# design 1

design_1/layer_met2.png
Drawn at 3 px/um.
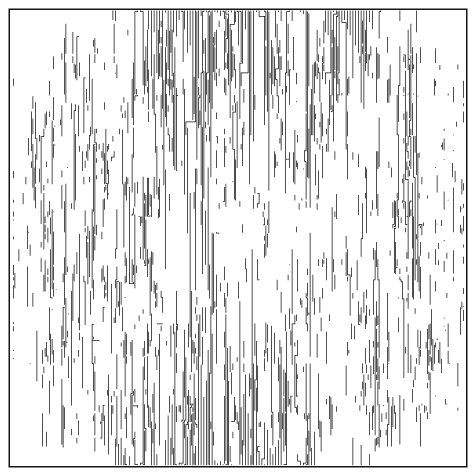

### config.mk
export PLATFORM = sky130hd
export DESIGN_NAME = bufer_mem_wb_param
export DESIGN_NICKNAME = d
export VERILOG_FILES = /design/src/rtl/bufer_mem_wb_param.sv
export SDC_FILE = /design/constraint.sdc
export NUM_CORES = 1
export LEC_CHECK = 0
export ABC_AREA = 1
export CAP_MARGIN = 10
export CELL_PAD_IN_SITES_DETAIL_PLACEMENT = 1
export CELL_PAD_IN_SITES_GLOBAL_PLACEMENT = 2
export CORE_MARGIN = 2
export CORE_UTILIZATION = 21
export CTS_CLUSTER_DIAMETER = 100
export DETAILED_ROUTE_END_ITERATION = 10
export PLACE_DENSITY_LB_ADDON = 0.08
export SLEW_MARGIN = 10
export SYNTH_ARGS = -nofsm -noshare
export SYNTH_HDL_FRONTEND = slang
export SYNTH_SLANG_ARGS = --single-unit
### constraint.sdc
create_clock -name clk -period 3.8 [get_ports clk]
set_input_delay 0.57 -clock clk [delete_from_list [all_inputs] [get_ports clk]]
set_output_delay 0.57 -clock clk [all_outputs]
set_load 0.1 [all_outputs]
### src/rtl/bufer_mem_wb_param.sv
// MEM/WB pipeline register with DEPTH stages, stall/flush control, register-0
// write suppression, a two-port forwarding lookup and a retired-instruction counter.
module bufer_mem_wb_param #(
  parameter int unsigned DATA_W     = 32,
  parameter int unsigned REG_W      = 5,
  parameter int unsigned DEPTH      = 1,
  parameter int unsigned ZERO_GUARD = 1,
  parameter int unsigned CNT_W      = 16
) (
  input  logic              clk,
  input  logic              rst,
  input  logic [DATA_W-1:0] EnRD,
  input  logic [DATA_W-1:0] EnALU,
  input  logic [REG_W-1:0]  EnWR,
  input  logic [1:0]        EnWB,
  input  logic              EnValid,
  input  logic              stall,
  input  logic              flush,
  output logic [DATA_W-1:0] SalRD,
  output logic [DATA_W-1:0] SalALU,
  output logic [REG_W-1:0]  SalWR,
  output logic [1:0]        SalWB,
  output logic              SalValid,
  input  logic [REG_W-1:0]  qA,
  input  logic [REG_W-1:0]  qB,
  output logic              hitA,
  output logic              hitB,
  output logic [DATA_W-1:0] fwdA,
  output logic [DATA_W-1:0] fwdB,
  output logic [CNT_W-1:0]  retired
);

  localparam int unsigned LAST = DEPTH - 1;

  if (DEPTH < 1 || DEPTH > 4) begin : g_bad_depth
    $error("bufer_mem_wb_param: DEPTH must be in 1..4");
  end

  logic [DATA_W-1:0] r_rd    [DEPTH];
  logic [DATA_W-1:0] r_alu   [DEPTH];
  logic [REG_W-1:0]  r_wr    [DEPTH];
  logic [1:0]        r_wb    [DEPTH];
  logic              r_valid [DEPTH];
  logic [CNT_W-1:0]  r_retired;
  logic [1:0]        w_wb_in;

  // Entry WB: bubbles carry no control, writes to register 0 are dropped
  always_comb begin
    w_wb_in = EnWB & {2{EnValid}};
    if ((ZERO_GUARD != 0) && (EnWR == '0)) begin
      w_wb_in[0] = 1'b0;
    end
  end

  always_ff @(posedge clk or posedge rst) begin
    if (rst) begin
      for (int k = 0; k < int'(DEPTH); k++) begin
        r_rd[k]    <= '0;
        r_alu[k]   <= '0;
        r_wr[k]    <= '0;
        r_wb[k]    <= '0;
        r_valid[k] <= 1'b0;
      end
      r_retired <= '0;
    end else if (flush) begin
      for (int k = 0; k < int'(DEPTH); k++) begin
        r_wb[k]    <= '0;
        r_valid[k] <= 1'b0;
      end
    end else if (!stall) begin
      r_rd[0]    <= EnRD;
      r_alu[0]   <= EnALU;
      r_wr[0]    <= EnWR;
      r_wb[0]    <= w_wb_in;
      r_valid[0] <= EnValid;
      for (int k = 1; k < int'(DEPTH); k++) begin
        r_rd[k]    <= r_rd[k-1];
        r_alu[k]   <= r_alu[k-1];
        r_wr[k]    <= r_wr[k-1];
        r_wb[k]    <= r_wb[k-1];
        r_valid[k] <= r_valid[k-1];
      end
      if (r_valid[LAST]) begin
        r_retired <= r_retired + CNT_W'(1);
      end
    end
  end

  assign SalRD    = r_rd[LAST];
  assign SalALU   = r_alu[LAST];
  assign SalWR    = r_wr[LAST];
  assign SalWB    = r_wb[LAST] & {2{r_valid[LAST]}};
  assign SalValid = r_valid[LAST];
  assign retired  = r_retired;

  // Scan oldest to youngest so the youngest matching stage wins
  always_comb begin
    hitA = 1'b0;
    hitB = 1'b0;
    fwdA = '0;
    fwdB = '0;
    for (int k = int'(LAST); k >= 0; k--) begin
      if (r_valid[k] && r_wb[k][0] && (r_wr[k] == qA) && (qA != '0)) begin
        hitA = 1'b1;
        fwdA = r_wb[k][1] ? r_rd[k] : r_alu[k];
      end
      if (r_valid[k] && r_wb[k][0] && (r_wr[k] == qB) && (qB != '0)) begin
        hitB = 1'b1;
        fwdB = r_wb[k][1] ? r_rd[k] : r_alu[k];
      end
    end
  end

endmodule

# design 2

### config.mk
export PLATFORM = sky130hd
export DESIGN_NAME = pipe_skid_reg_flat
export DESIGN_NICKNAME = d
export VERILOG_FILES = /design/src/rtl/pipe_skid_reg_if.sv /design/src/rtl/pipe_skid_reg.sv /design/src/flat_wrapper.sv
export SDC_FILE = /design/constraint.sdc
export NUM_CORES = 1
export LEC_CHECK = 0
export CAP_MARGIN = 5
export CORE_MARGIN = 2
export CORE_UTILIZATION = 42
export DETAILED_ROUTE_END_ITERATION = 16
export GPL_ROUTABILITY_DRIVEN = 0
export GPL_TIMING_DRIVEN = 1
export PLACE_DENSITY_LB_ADDON = 0.15
export REMOVE_ABC_BUFFERS = 1
export SLEW_MARGIN = 20
export SYNTH_ARGS = -nofsm -noshare
export SYNTH_HDL_FRONTEND = slang
export SYNTH_SLANG_ARGS = --single-unit
### constraint.sdc
create_clock -name clk -period 1.49 [get_ports clk]
set_input_delay 0.447 -clock clk [delete_from_list [all_inputs] [get_ports clk]]
set_output_delay 0.447 -clock clk [all_outputs]
set_load 0.01 [all_outputs]
### src/rtl/pipe_skid_reg_if.sv
// Stage-boundary bundle for pipe_skid_reg: upstream entry, downstream entry,
// occupancy and statistics. The DUT uses the slave modport, the producer side uses master.
interface pipe_skid_reg_if #(
  parameter int unsigned DATA_W = 32,
  parameter int unsigned RD_W   = 5,
  parameter int unsigned WB_W   = 2,
  parameter int unsigned OP_W   = 6,
  parameter int unsigned CNT_W  = 16
);
  logic              i_valid;
  logic              o_ready;
  logic [RD_W-1:0]   i_rd;
  logic [WB_W-1:0]   i_wb;
  logic [DATA_W-1:0] i_data;
  logic [OP_W-1:0]   i_operation;
  logic              i_flush;
  logic              o_valid;
  logic              i_ready;
  logic [RD_W-1:0]   o_rd;
  logic [WB_W-1:0]   o_wb;
  logic [DATA_W-1:0] o_data;
  logic [OP_W-1:0]   o_operation;
  logic [1:0]        o_count;
  logic [CNT_W-1:0]  o_stall_cnt;
  logic [CNT_W-1:0]  o_bubble_cnt;

  modport slave (
    input  i_valid, i_rd, i_wb, i_data, i_operation, i_flush, i_ready,
    output o_ready, o_valid, o_rd, o_wb, o_data, o_operation, o_count,
    output o_stall_cnt, o_bubble_cnt
  );

  modport master (
    output i_valid, i_rd, i_wb, i_data, i_operation, i_flush, i_ready,
    input  o_ready, o_valid, o_rd, o_wb, o_data, o_operation, o_count,
    input  o_stall_cnt, o_bubble_cnt
  );
endinterface

### src/rtl/pipe_skid_reg.sv
// Inter-stage pipeline register with valid/ready handshake, 2-entry skid buffer,
// flush and NOP-bubble outputs. Statistics counters enabled by PIPE_SKID_REG_STATS_EN.
module pipe_skid_reg #(
  parameter int unsigned    DATA_W = 32,
  parameter int unsigned    RD_W   = 5,
  parameter int unsigned    WB_W   = 2,
  parameter int unsigned    OP_W   = 6,
  parameter logic [OP_W-1:0] NOP_OP = '1,
  parameter int unsigned    CNT_W  = 16
) (
  input logic clk,
  input logic rst,
  pipe_skid_reg_if.slave bus
);

  logic              main_valid, skid_valid, ready_q;
  logic [1:0]        count_q;
  logic [RD_W-1:0]   main_rd,   skid_rd;
  logic [WB_W-1:0]   main_wb,   skid_wb;
  logic [DATA_W-1:0] main_data, skid_data;
  logic [OP_W-1:0]   main_op,   skid_op;
  logic              accept, drain;

  assign accept = bus.i_valid & ready_q;
  assign drain  = main_valid & bus.i_ready;

  // Main payload is forced to bubble values whenever main goes empty,
  // so the outputs can be driven straight from the main flops.
  always_ff @(posedge clk or negedge rst) begin
    if (!rst) begin
      main_valid <= 1'b0;
      skid_valid <= 1'b0;
      ready_q    <= 1'b1;
      count_q    <= 2'd0;
      main_rd    <= '0;
      main_wb    <= '0;
      main_data  <= '0;
      main_op    <= NOP_OP;
      skid_rd    <= '0;
      skid_wb    <= '0;
      skid_data  <= '0;
      skid_op    <= '0;
    end else if (bus.i_flush) begin
      main_valid <= 1'b0;
      skid_valid <= 1'b0;
      ready_q    <= 1'b1;
      count_q    <= 2'd0;
      main_rd    <= '0;
      main_wb    <= '0;
      main_data  <= '0;
      main_op    <= NOP_OP;
    end else if (!main_valid || drain) begin
      if (skid_valid) begin
        main_valid <= 1'b1;
        main_rd    <= skid_rd;
        main_wb    <= skid_wb;
        main_data  <= skid_data;
        main_op    <= skid_op;
        skid_valid <= 1'b0;
        ready_q    <= 1'b1;
        count_q    <= 2'd1;
      end else if (accept) begin
        main_valid <= 1'b1;
        main_rd    <= bus.i_rd;
        main_wb    <= bus.i_wb;
        main_data  <= bus.i_data;
        main_op    <= bus.i_operation;
        count_q    <= 2'd1;
      end else begin
        main_valid <= 1'b0;
        main_rd    <= '0;
        main_wb    <= '0;
        main_data  <= '0;
        main_op    <= NOP_OP;
        count_q    <= 2'd0;
      end
    end else if (accept) begin
      skid_valid <= 1'b1;
      skid_rd    <= bus.i_rd;
      skid_wb    <= bus.i_wb;
      skid_data  <= bus.i_data;
      skid_op    <= bus.i_operation;
      ready_q    <= 1'b0;
      count_q    <= 2'd2;
    end
  end

  assign bus.o_valid     = main_valid;
  assign bus.o_ready     = ready_q;
  assign bus.o_count     = count_q;
  assign bus.o_rd        = main_rd;
  assign bus.o_wb        = main_wb;
  assign bus.o_data      = main_data;
  assign bus.o_operation = main_op;

`ifdef PIPE_SKID_REG_STATS_EN
  logic [CNT_W-1:0] stall_cnt, bubble_cnt;

  // Saturating counters; flush intentionally does not clear them.
  always_ff @(posedge clk or negedge rst) begin
    if (!rst) begin
      stall_cnt  <= '0;
      bubble_cnt <= '0;
    end else begin
      if (main_valid && !bus.i_ready && stall_cnt != '1)
        stall_cnt <= stall_cnt + CNT_W'(1);
      if (!main_valid && bubble_cnt != '1)
        bubble_cnt <= bubble_cnt + CNT_W'(1);
    end
  end

  assign bus.o_stall_cnt  = stall_cnt;
  assign bus.o_bubble_cnt = bubble_cnt;
`else
  assign bus.o_stall_cnt  = '0;
  assign bus.o_bubble_cnt = '0;
`endif

endmodule
### src/flat_wrapper.sv
// flat-port wrapper written by rule: the top's interface ports become plain ports
module pipe_skid_reg_flat 
#(
  parameter int unsigned    DATA_W = 32,
  parameter int unsigned    RD_W   = 5,
  parameter int unsigned    WB_W   = 2,
  parameter int unsigned    OP_W   = 6,
  parameter logic [OP_W-1:0] NOP_OP = '1,
  parameter int unsigned    CNT_W  = 16
)
  (clk, rst, bus_i_valid, bus_i_rd, bus_i_wb, bus_i_data, bus_i_operation, bus_i_flush, bus_i_ready, bus_o_ready, bus_o_valid, bus_o_rd, bus_o_wb, bus_o_data, bus_o_operation, bus_o_count, bus_o_stall_cnt, bus_o_bubble_cnt);
  pipe_skid_reg_if #(.DATA_W(DATA_W), .RD_W(RD_W), .WB_W(WB_W), .OP_W(OP_W), .CNT_W(CNT_W)) bus_i ();
  input logic clk;
  input logic rst;
  input wire logic [$bits(bus_i.i_valid)-1:0] bus_i_valid;
  input wire logic [$bits(bus_i.i_rd)-1:0] bus_i_rd;
  input wire logic [$bits(bus_i.i_wb)-1:0] bus_i_wb;
  input wire logic [$bits(bus_i.i_data)-1:0] bus_i_data;
  input wire logic [$bits(bus_i.i_operation)-1:0] bus_i_operation;
  input wire logic [$bits(bus_i.i_flush)-1:0] bus_i_flush;
  input wire logic [$bits(bus_i.i_ready)-1:0] bus_i_ready;
  output wire logic [$bits(bus_i.o_ready)-1:0] bus_o_ready;
  output wire logic [$bits(bus_i.o_valid)-1:0] bus_o_valid;
  output wire logic [$bits(bus_i.o_rd)-1:0] bus_o_rd;
  output wire logic [$bits(bus_i.o_wb)-1:0] bus_o_wb;
  output wire logic [$bits(bus_i.o_data)-1:0] bus_o_data;
  output wire logic [$bits(bus_i.o_operation)-1:0] bus_o_operation;
  output wire logic [$bits(bus_i.o_count)-1:0] bus_o_count;
  output wire logic [$bits(bus_i.o_stall_cnt)-1:0] bus_o_stall_cnt;
  output wire logic [$bits(bus_i.o_bubble_cnt)-1:0] bus_o_bubble_cnt;
  assign bus_i.i_valid = bus_i_valid;
  assign bus_i.i_rd = bus_i_rd;
  assign bus_i.i_wb = bus_i_wb;
  assign bus_i.i_data = bus_i_data;
  assign bus_i.i_operation = bus_i_operation;
  assign bus_i.i_flush = bus_i_flush;
  assign bus_i.i_ready = bus_i_ready;
  assign bus_o_ready = bus_i.o_ready;
  assign bus_o_valid = bus_i.o_valid;
  assign bus_o_rd = bus_i.o_rd;
  assign bus_o_wb = bus_i.o_wb;
  assign bus_o_data = bus_i.o_data;
  assign bus_o_operation = bus_i.o_operation;
  assign bus_o_count = bus_i.o_count;
  assign bus_o_stall_cnt = bus_i.o_stall_cnt;
  assign bus_o_bubble_cnt = bus_i.o_bubble_cnt;
  pipe_skid_reg #(.DATA_W(DATA_W), .RD_W(RD_W), .WB_W(WB_W), .OP_W(OP_W), .NOP_OP(NOP_OP), .CNT_W(CNT_W)) u_core (.clk(clk), .rst(rst), .bus(bus_i));
endmodule
# design 3

File: config.mk
export PLATFORM = sky130hd
export DESIGN_NAME = mult_booth_seq
export DESIGN_NICKNAME = d
export VERILOG_FILES = /design/src/rtl/mult_pkg.sv /design/src/rtl/booth_step.sv /design/src/rtl/mult_booth_seq.sv
export SDC_FILE = /design/constraint.sdc
export NUM_CORES = 1
export LEC_CHECK = 0
export ABC_AREA = 1
export CAP_MARGIN = 20
export CORE_ASPECT_RATIO = 1.2
export CORE_MARGIN = 2
export CORE_UTILIZATION = 45
export CTS_CLUSTER_DIAMETER = 50
export DETAILED_ROUTE_END_ITERATION = 8
export GPL_ROUTABILITY_DRIVEN = 0
export GPL_TIMING_DRIVEN = 0
export PLACE_DENSITY = 0.7
export SLEW_MARGIN = 20
export SYNTH_ARGS = -nofsm -noshare
export SYNTH_HDL_FRONTEND = slang
export SYNTH_SLANG_ARGS = --single-unit
File: constraint.sdc
create_clock -name clk -period 5.15 [get_ports clk]
set_clock_uncertainty 0.2 [all_clocks]
set_input_delay 0.7725 -clock clk [delete_from_list [all_inputs] [get_ports clk]]
set_output_delay 0.7725 -clock clk [all_outputs]
set_load 0.05 [all_outputs]
File: src/rtl/mult_pkg.sv
// Shared types and constants for the sequential radix-2 Booth multiplier.
package mult_pkg;

  typedef enum logic [1:0] {
    IDLE = 2'd0,
    CALC = 2'd1,
    DONE = 2'd2
  } state_t;

  // {q0, q(-1)} encodings that select the accumulator operation
  localparam logic [1:0] BOOTH_NOP = 2'b00;
  localparam logic [1:0] BOOTH_ADD = 2'b01;
  localparam logic [1:0] BOOTH_SUB = 2'b10;

  // Step counter must hold 0..N2_W with headroom
  function automatic int cnt_w(input int n2_w);
    return $clog2(n2_w + 2);
  endfunction

endpackage

File: src/rtl/booth_step.sv
// One combinational radix-2 Booth iteration: add/sub multiplicand, then
// arithmetic-shift {acc, q, q(-1)} right by one.
module booth_step
  import mult_pkg::*;
#(
  parameter int ACC_W = 13,
  parameter int M_W   = 12,
  parameter int Q_W   = 9
) (
  input  logic [ACC_W-1:0] i_acc,
  input  logic [M_W-1:0]   i_m,
  input  logic [Q_W-1:0]   i_q,
  input  logic             i_qm1,
  output logic [ACC_W-1:0] o_acc,
  output logic [Q_W-1:0]   o_q,
  output logic             o_qm1
);

  logic [ACC_W-1:0] w_m_ext;
  logic [ACC_W-1:0] w_sum;

  // Guard bit keeps acc +/- m from overflowing for the most negative multiplicand
  assign w_m_ext = {{(ACC_W-M_W){i_m[M_W-1]}}, i_m};

  always_comb begin
    w_sum = i_acc;
    case ({i_q[0], i_qm1})
      BOOTH_ADD: w_sum = i_acc + w_m_ext;
      BOOTH_SUB: w_sum = i_acc - w_m_ext;
      BOOTH_NOP: w_sum = i_acc;
      default:   w_sum = i_acc;
    endcase
  end

  assign o_acc = {w_sum[ACC_W-1], w_sum[ACC_W-1:1]};
  assign o_q   = {w_sum[0], i_q[Q_W-1:1]};
  assign o_qm1 = i_q[0];

endmodule

File: src/rtl/mult_booth_seq.sv
// Iterative radix-2 Booth multiplier with per-operand signed/unsigned mode and
// a start/busy/done handshake; one product per N2_W+2 cycles back-to-back.
//
// state | meaning
// IDLE  | waiting for start
// CALC  | one Booth step per cycle, counter 0..N2_W
// DONE  | done pulse, result valid; start here restarts immediately
module mult_booth_seq
  import mult_pkg::*;
#(
  parameter int N1_W = 11,
  parameter int N2_W = 8
) (
  input  logic                   clk,
  input  logic                   rst_n,
  input  logic                   start,
  input  logic [N1_W-1:0]        n1,
  input  logic [N2_W-1:0]        n2,
  input  logic                   n1_signed,
  input  logic                   n2_signed,
  output logic                   busy,
  output logic                   done,
  output logic [N1_W+N2_W-1:0]   result
);

  localparam int RES_W = N1_W + N2_W;
  localparam int M_W   = N1_W + 1;
  localparam int ACC_W = N1_W + 2;
  localparam int Q_W   = N2_W + 1;
  localparam int CW    = cnt_w(N2_W);

  state_t           r_state;
  state_t           w_state_nxt;
  logic [ACC_W-1:0] r_acc;
  logic [M_W-1:0]   r_m;
  logic [Q_W-1:0]   r_q;
  logic             r_qm1;
  logic [CW-1:0]    r_cnt;
  logic [RES_W-1:0] r_result;

  logic [ACC_W-1:0] w_acc_nxt;
  logic [Q_W-1:0]   w_q_nxt;
  logic             w_qm1_nxt;
  logic [RES_W-1:0] w_prod;
  logic             w_accept;
  logic             w_last;

  booth_step #(
    .ACC_W (ACC_W),
    .M_W   (M_W),
    .Q_W   (Q_W)
  ) u_step (
    .i_acc (r_acc),
    .i_m   (r_m),
    .i_q   (r_q),
    .i_qm1 (r_qm1),
    .o_acc (w_acc_nxt),
    .o_q   (w_q_nxt),
    .o_qm1 (w_qm1_nxt)
  );

  assign w_accept = start && (r_state != CALC);
  assign w_last   = (r_cnt == CW'(N2_W));
  assign w_prod   = RES_W'({w_acc_nxt, w_q_nxt});

  always_comb begin
    w_state_nxt = r_state;
    case (r_state)
      IDLE:    if (start) w_state_nxt = CALC;
      CALC:    if (w_last) w_state_nxt = DONE;
      DONE:    w_state_nxt = start ? CALC : IDLE;
      default: w_state_nxt = IDLE;
    endcase
  end

  always_ff @(posedge clk) begin
    if (!rst_n) begin
      r_state  <= IDLE;
      r_acc    <= '0;
      r_m      <= '0;
      r_q      <= '0;
      r_qm1    <= 1'b0;
      r_cnt    <= '0;
      r_result <= '0;
    end else begin
      r_state <= w_state_nxt;
      if (w_accept) begin
        r_m   <= n1_signed ? {n1[N1_W-1], n1} : {1'b0, n1};
        r_q   <= n2_signed ? {n2[N2_W-1], n2} : {1'b0, n2};
        r_acc <= '0;
        r_qm1 <= 1'b0;
        r_cnt <= '0;
      end else if (r_state == CALC) begin
        r_acc <= w_acc_nxt;
        r_q   <= w_q_nxt;
        r_qm1 <= w_qm1_nxt;
        if (!w_last) r_cnt <= r_cnt + 1'b1;
      end
      // Loaded on the final step so the value is already valid while done is high
      if (r_state == CALC && w_last) r_result <= w_prod;
    end
  end

  assign busy   = (r_state == CALC);
  assign done   = (r_state == DONE);
  assign result = r_result;

endmodule

design_2/layer_met1.png
Drawn at 4 px/um.
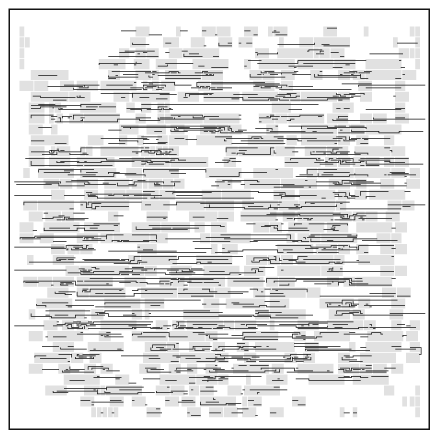
wire length on this layer: 5160 um
longest straight run: 44.2 um
main direction: horizontal
share of all routed wire: 46%
nets with wire on the layer: 419
Detailed Route WL: 11200 um
M1 GR Usage: 27.7%

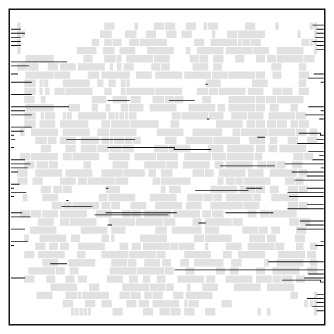
design_2/layer_met3.png
Drawn at 3 px/um.
main direction: horizontal
wire length on this layer: 633 um
nets with wire on the layer: 87
vias post-DR: 3061
met3 usage: 3.68%

==> qor.yml, design 2 <==
layout:
  fin_nets: 507
  register_area_um2: 2360
  sh_comb_area_pct: 28.1
  final-clk-cell-share_pct: 3.09
clock_network:
  ctsResizeCount: 124
final_timing:
  setup_viol_count_final: 73
  drv_slew: 0
  setup-tns-final_ps: -2560
  worst_slack_ps: -67.6
outcome:
  status: "finished with violations"
  violations: "negative setup slack"
critical_path:
  reg2reg_depth: 6
  rr_endpoint: "u_core.skid_rd[2]"
  critPathMaxFanout: 8
detailed_routing:
  viasPerCell: 5.14
global_routing:
  first_global_vias: 3033
design 2: cells in the final DEF, fill, tap and decap left out, types with 6 or more instances in the layout:
cell type        instances
buf_12                   7
dfrtp_1                 86
clkbuf_8                 9
buf_6                   18
mux2i_1                  6
dlygate4sd2_1            9
a22o_1                  78
mux2_4                  39
clkdlybuf4s50_1         45
nor2_1                   8
dfstp_2                  7
a21oi_1                  8
conb_1                  32
buf_4                   34
clkdlybuf4s15_1         28
design 2: logic make-up after synthesis:
logic type / count (synthesis)
AOI/OAI and AO/OA: 87
buffers and inverters: 55
DFF: 94
muxes: 51
other: 1
and+or+nand+nor: 19
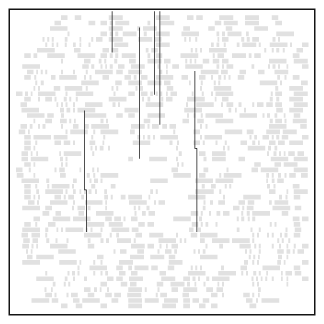
design_1/layer_met4.png
Drawn at 2 px/um.
main direction: vertical
wire length on this layer: 326 um
longest straight run: 65.3 um
share of all routed wire: 1.6%
nets with wire on the layer: 5
Detailed Route WL: 20000 um
vias post-DR: 4877

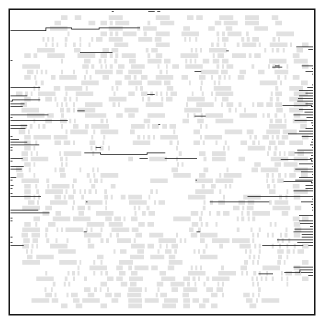
design_1/layer_met3.png
Drawn at 2 px/um.
wire length on this layer: 844 um
longest straight run: 32.4 um
main direction: horizontal
nets with wire on the layer: 113
share of all routed wire: 4.2%

About design_1/layer_met2.png:
main direction: vertical
nets with wire on the layer: 790
wire length on this layer: 9980 um
longest straight run: 71.7 um

==> qor.yml, design 1 <==
critical_path:
  reg2reg_depth: 5
  cp-end-kind: "output pin"
  max_stage_delay_ps: 510
final_timing:
  min_period_ps: 3220
  rsz0062_at_grt: "no"
  finalClockSkew_ps: 5.80
  setup-tns-final_ps: 0
yosys:
  edf_count: 0
  fp_nets: 696
  ys_sh_mux_pct: 0
  yosysTopAreaCell: "dfrtp_1"
flow_run:
  cap_violations: 0
outcome:
  status: "finished clean"
detailed_routing:
  ant_nets: 0
placed_design:
  place_ws_ps: 566
hold_path:
  hold_path_end: "SalALU[25]"
clock_network:
  cts_tree: "done"
layout:
  inverters: 67
floorplan:
  fp_util_pct: 21.2
==> design 1: per-layer routing <==
layer / vias to the layer above / routed length [um] / track usage, %
met3: 17 / 844 / 3.42
li1: 2380 / - / -
met4: 0 / 326 / 5.34
met2: 131 / 9980 / 30.0
met1: 2349 / 8860 / 22.3
met5: - / 0 / 0
==> design 1: worst register-to-register path, delay by kind of cell (launching register included) <==
family           cells  cell delay (ps)
flip-flops           1              510
AND/OR/NAND/NOR      4              630
AND-OR/OR-AND        1              170
==> design 1: flip-flops by register name, summed over array words and instances (netlist names) <==
signal    cells
SalRD        32
SalWR         5
retired      16
r_wb          2
SalALU       32
SalValid      1
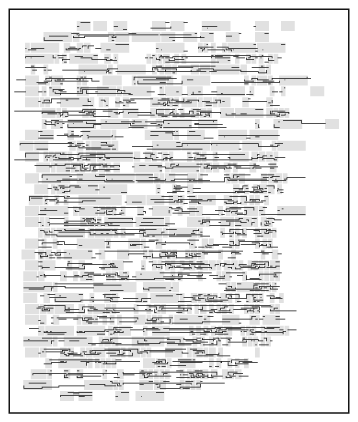
design_3/layer_met1.png
Drawn at 4 px/um.
main direction: horizontal
share of all routed wire: 43%
longest straight run: 33.3 um
wire length on this layer: 3610 um
nets with wire on the layer: 583
Detailed Route WL: 8340 um
vias post-DR: 3332
M1 GR Usage: 23.2%

==> qor.yml, design 3 <==
clock_network:
  post_cts_buffers: 0
  cts_hold_buf: 0
power_and_ir_drop:
  combPwrFrac_pct: 24.4
  leakage_uw: 0.00209
  ir_drop_v: 0.000195
layout:
  fin_nets: 620
  buffer_area_share_pct: 12.4
  lay_top_count: "nand2_1"
  fill_cells: 775
critical_path:
  crit_path_frequent_cell: "nand2_1"
  required_ps: 5240
  r2r_setup_slack_ps: 1940
yosys:
  ys_warn_count: 0
  logic_family: "simple AND/OR/NAND/NOR gates"
  yosys.area.top_type_share_pct: 33.8
placed_design:
  place_inst: 660
hold_path:
  hold_path_class: "reg -> reg"
outcome:
  status: "finished clean"
detailed_routing:
  viasPerCell: 4.93
-- design 3: layer usage --
layer,track usage (%),vias to the layer above,wire [um]
met2,38.5,51,4250
met3,4.75,14,296
met5,0,-,0
met1,23.2,1494,3610
li1,-,1773,-
met4,8.91,0,184
-- design 3: worst min-delay path by stage --
stage,startpoint,to,depth (start not counted)
floorplan,r_qm1,r_qm1,2
global placement,r_qm1,r_qm1,2
detailed placement,r_qm1,r_qm1,2
CTS,r_qm1,r_qm1,2
global route,r_qm1,r_qm1,2
finish,r_qm1,r_qm1,2

# design 4

File: src/rtl/hash_round_sequencer.sv
// SHA-256 round sequencer: steps one 512-bit block through init, 64 rounds and
// hash accumulation, and drives the datapath strobes from a registered state.
module hash_round_sequencer (
   input  logic       clk,
   input  logic       rst,
   input  logic       load,
   input  logic       clear,
   output logic [5:0] round_idx,
   output logic       w_sel,
   output logic       sched_load,
   output logic       sched_shift,
   output logic       work_init,
   output logic       work_update,
   output logic       h_accum,
   output logic       h_init,
   output logic       busy,
   output logic       local_hash_done
);

   typedef enum logic [2:0] {
      IV_LOAD = 3'd0,
      IDLE    = 3'd1,
      INIT    = 3'd2,
      ROUND   = 3'd3,
      ACCUM   = 3'd4,
      DONE    = 3'd5
   } state_t;

   state_t     state, state_nxt;
   logic [5:0] round_nxt;
   logic       accept;

   // A new block is only taken while parked; clear (and rst) discard it.
   assign accept = load && !clear && !rst && (state == IDLE || state == DONE);

   always_ff @(posedge clk) begin
      if (rst) begin
         state     <= IV_LOAD;
         round_idx <= '0;
      end else begin
         state     <= state_nxt;
         round_idx <= round_nxt;
      end
   end

   always_comb begin
      state_nxt = state;
      round_nxt = round_idx;
      case (state)
         IV_LOAD: begin
            state_nxt = IDLE;
            round_nxt = '0;
         end
         IDLE, DONE: begin
            if (load) state_nxt = INIT;
         end
         INIT: begin
            state_nxt = ROUND;
            round_nxt = '0;
         end
         ROUND: begin
            // 6-bit counter wraps 63 -> 0 on the way into ACCUM
            round_nxt = round_idx + 6'd1;
            if (round_idx == 6'd63) state_nxt = ACCUM;
         end
         ACCUM:   state_nxt = DONE;
         default: state_nxt = IV_LOAD;
      endcase
      if (clear) begin
         state_nxt = IV_LOAD;
         round_nxt = '0;
      end
   end

   assign sched_load      = accept;
   assign h_init          = (state == IV_LOAD);
   assign work_init       = (state == INIT);
   assign work_update     = (state == ROUND);
   assign sched_shift     = (state == ROUND);
   assign h_accum         = (state == ACCUM);
   assign busy            = (state == INIT) || (state == ROUND) || (state == ACCUM);
   assign local_hash_done = (state == DONE);
   assign w_sel           = (state == ROUND) && (round_idx >= 6'd16);

endmodule

File: config.mk
export PLATFORM = sky130hd
export DESIGN_NAME = hash_round_sequencer
export DESIGN_NICKNAME = d
export VERILOG_FILES = /design/src/rtl/hash_round_sequencer.sv
export SDC_FILE = /design/constraint.sdc
export NUM_CORES = 1
export LEC_CHECK = 0
export CAP_MARGIN = 20
export CORE_AREA = 2 2 39 41
export CTS_BUF_LIST = sky130_fd_sc_hd__clkbuf_8
export DETAILED_ROUTE_END_ITERATION = 8
export DIE_AREA = 0 0 41 43
export MAX_ROUTING_LAYER = met4
export PLACE_DENSITY_LB_ADDON = 0.1
export REMOVE_ABC_BUFFERS = 1
export SLEW_MARGIN = 20
export SYNTH_ARGS = -nofsm -noshare
export SYNTH_HDL_FRONTEND = slang
export SYNTH_SLANG_ARGS = --single-unit
File: constraint.sdc
create_clock -name clk -period 1.7 [get_ports clk]
set_input_delay 0.425 -clock clk [delete_from_list [all_inputs] [get_ports clk]]
set_output_delay 0.425 -clock clk [all_outputs]
set_load 0.01 [all_outputs]
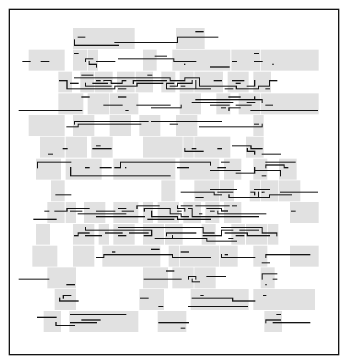
design_4/layer_met1.png
Drawn at 8 px/um.
wire length on this layer: 552 um
nets with wire on the layer: 81

==> qor.yml <==
clock_network:
  path_clk_slew_ps: 50
  cts_tree: "done"
  clock_path_buffers: 2
  cts_hold_buf: 0
critical_path:
  cp_cell_sequence: "clkdlybuf4s50_1"
  r2r_setup_slack_ps: 340
  critPathSlowestCell: "clkdlybuf4s50_1"
  cp_num_buf_inv: 1
layout:
  buffer_area_share_pct: 29.5
  area_delta_synth_final_pct: 57.5
  reg_top3: "round_idx (6), state (3)"
  inverters: 1
  final-clk-cell-share_pct: 5.50
floorplan:
  die_width_um: 41
  nWellTaps: 16
  fp_util_pct: 37.6
final_timing:
  finalClockSkew_ps: 5.05
  hold_ws_ps: 498
  fmax_mhz: 608
yosys:
  yosysUniqueCellTypes: 31
  ys_warn_count: 0
placed_design:
  gp_congestion: 0.700
flow_run:
  cap_violations: 0
outcome:
  status: "finished clean"
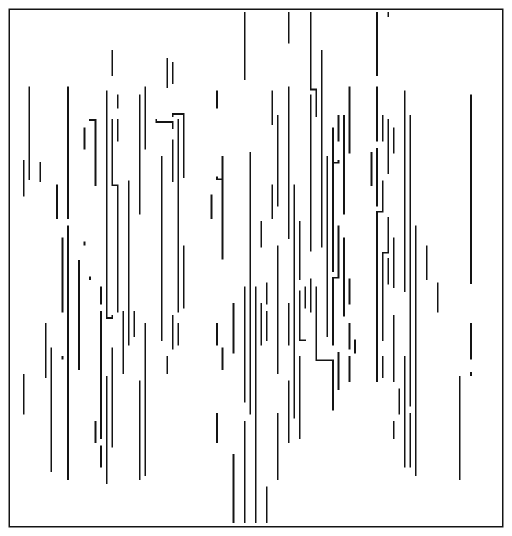
design_4/layer_met2.png
Drawn at 12 px/um.
main direction: vertical
share of all routed wire: 56%
longest straight run: 24.1 um
wire length on this layer: 770 um
vias post-DR: 579
GR Util met2: 31.3%
Detailed Route WL: 1380 um

-- path summary, 6_finish.rpt --
| path | from | end | depth (start not counted) |
|---|---|---|---|
| worst max-delay path | round_idx[5] | round_idx[5] | 1 |
| worst min-delay path | round_idx[0] | round_idx[0] | 2 |
| worst max register to register | state[2] | round_idx[5] | 4 |
| worst min register to register | round_idx[0] | round_idx[0] | 2 |
-- power by group --
part | total (uW) | switching (uW) | internal [uW]
Clock | 240 | 82.6 | 157
Combinational | 40.4 | 18.3 | 22.1
Sequential | 216 | 3.43 | 213


==> layout pictures side by side <==
Track usage over the die.
shot_01.png
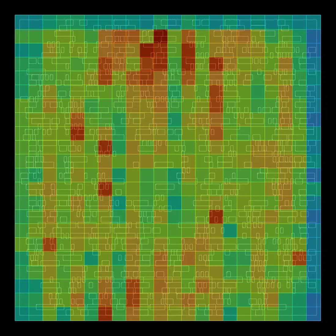
shot_02.png
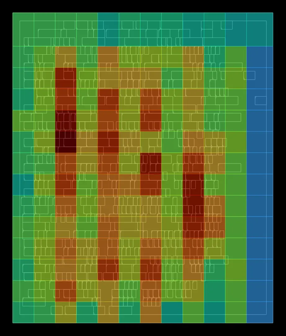
shot_03.png
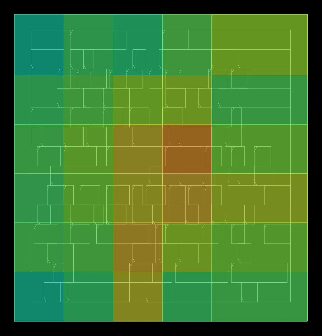
shot_04.png
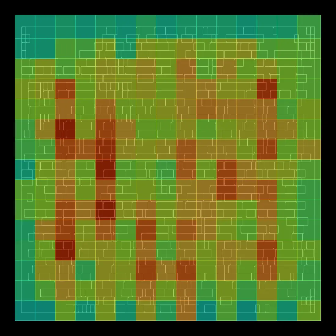
Of these, lowest utilization: shot_01.png
shot_03.png comes from design 4.
shot_04.png comes from design 2.
shot_01.png comes from design 1.
shot_02.png comes from design 3.

Power figures rest on the tool's default switching activity, not on a simulated workload.
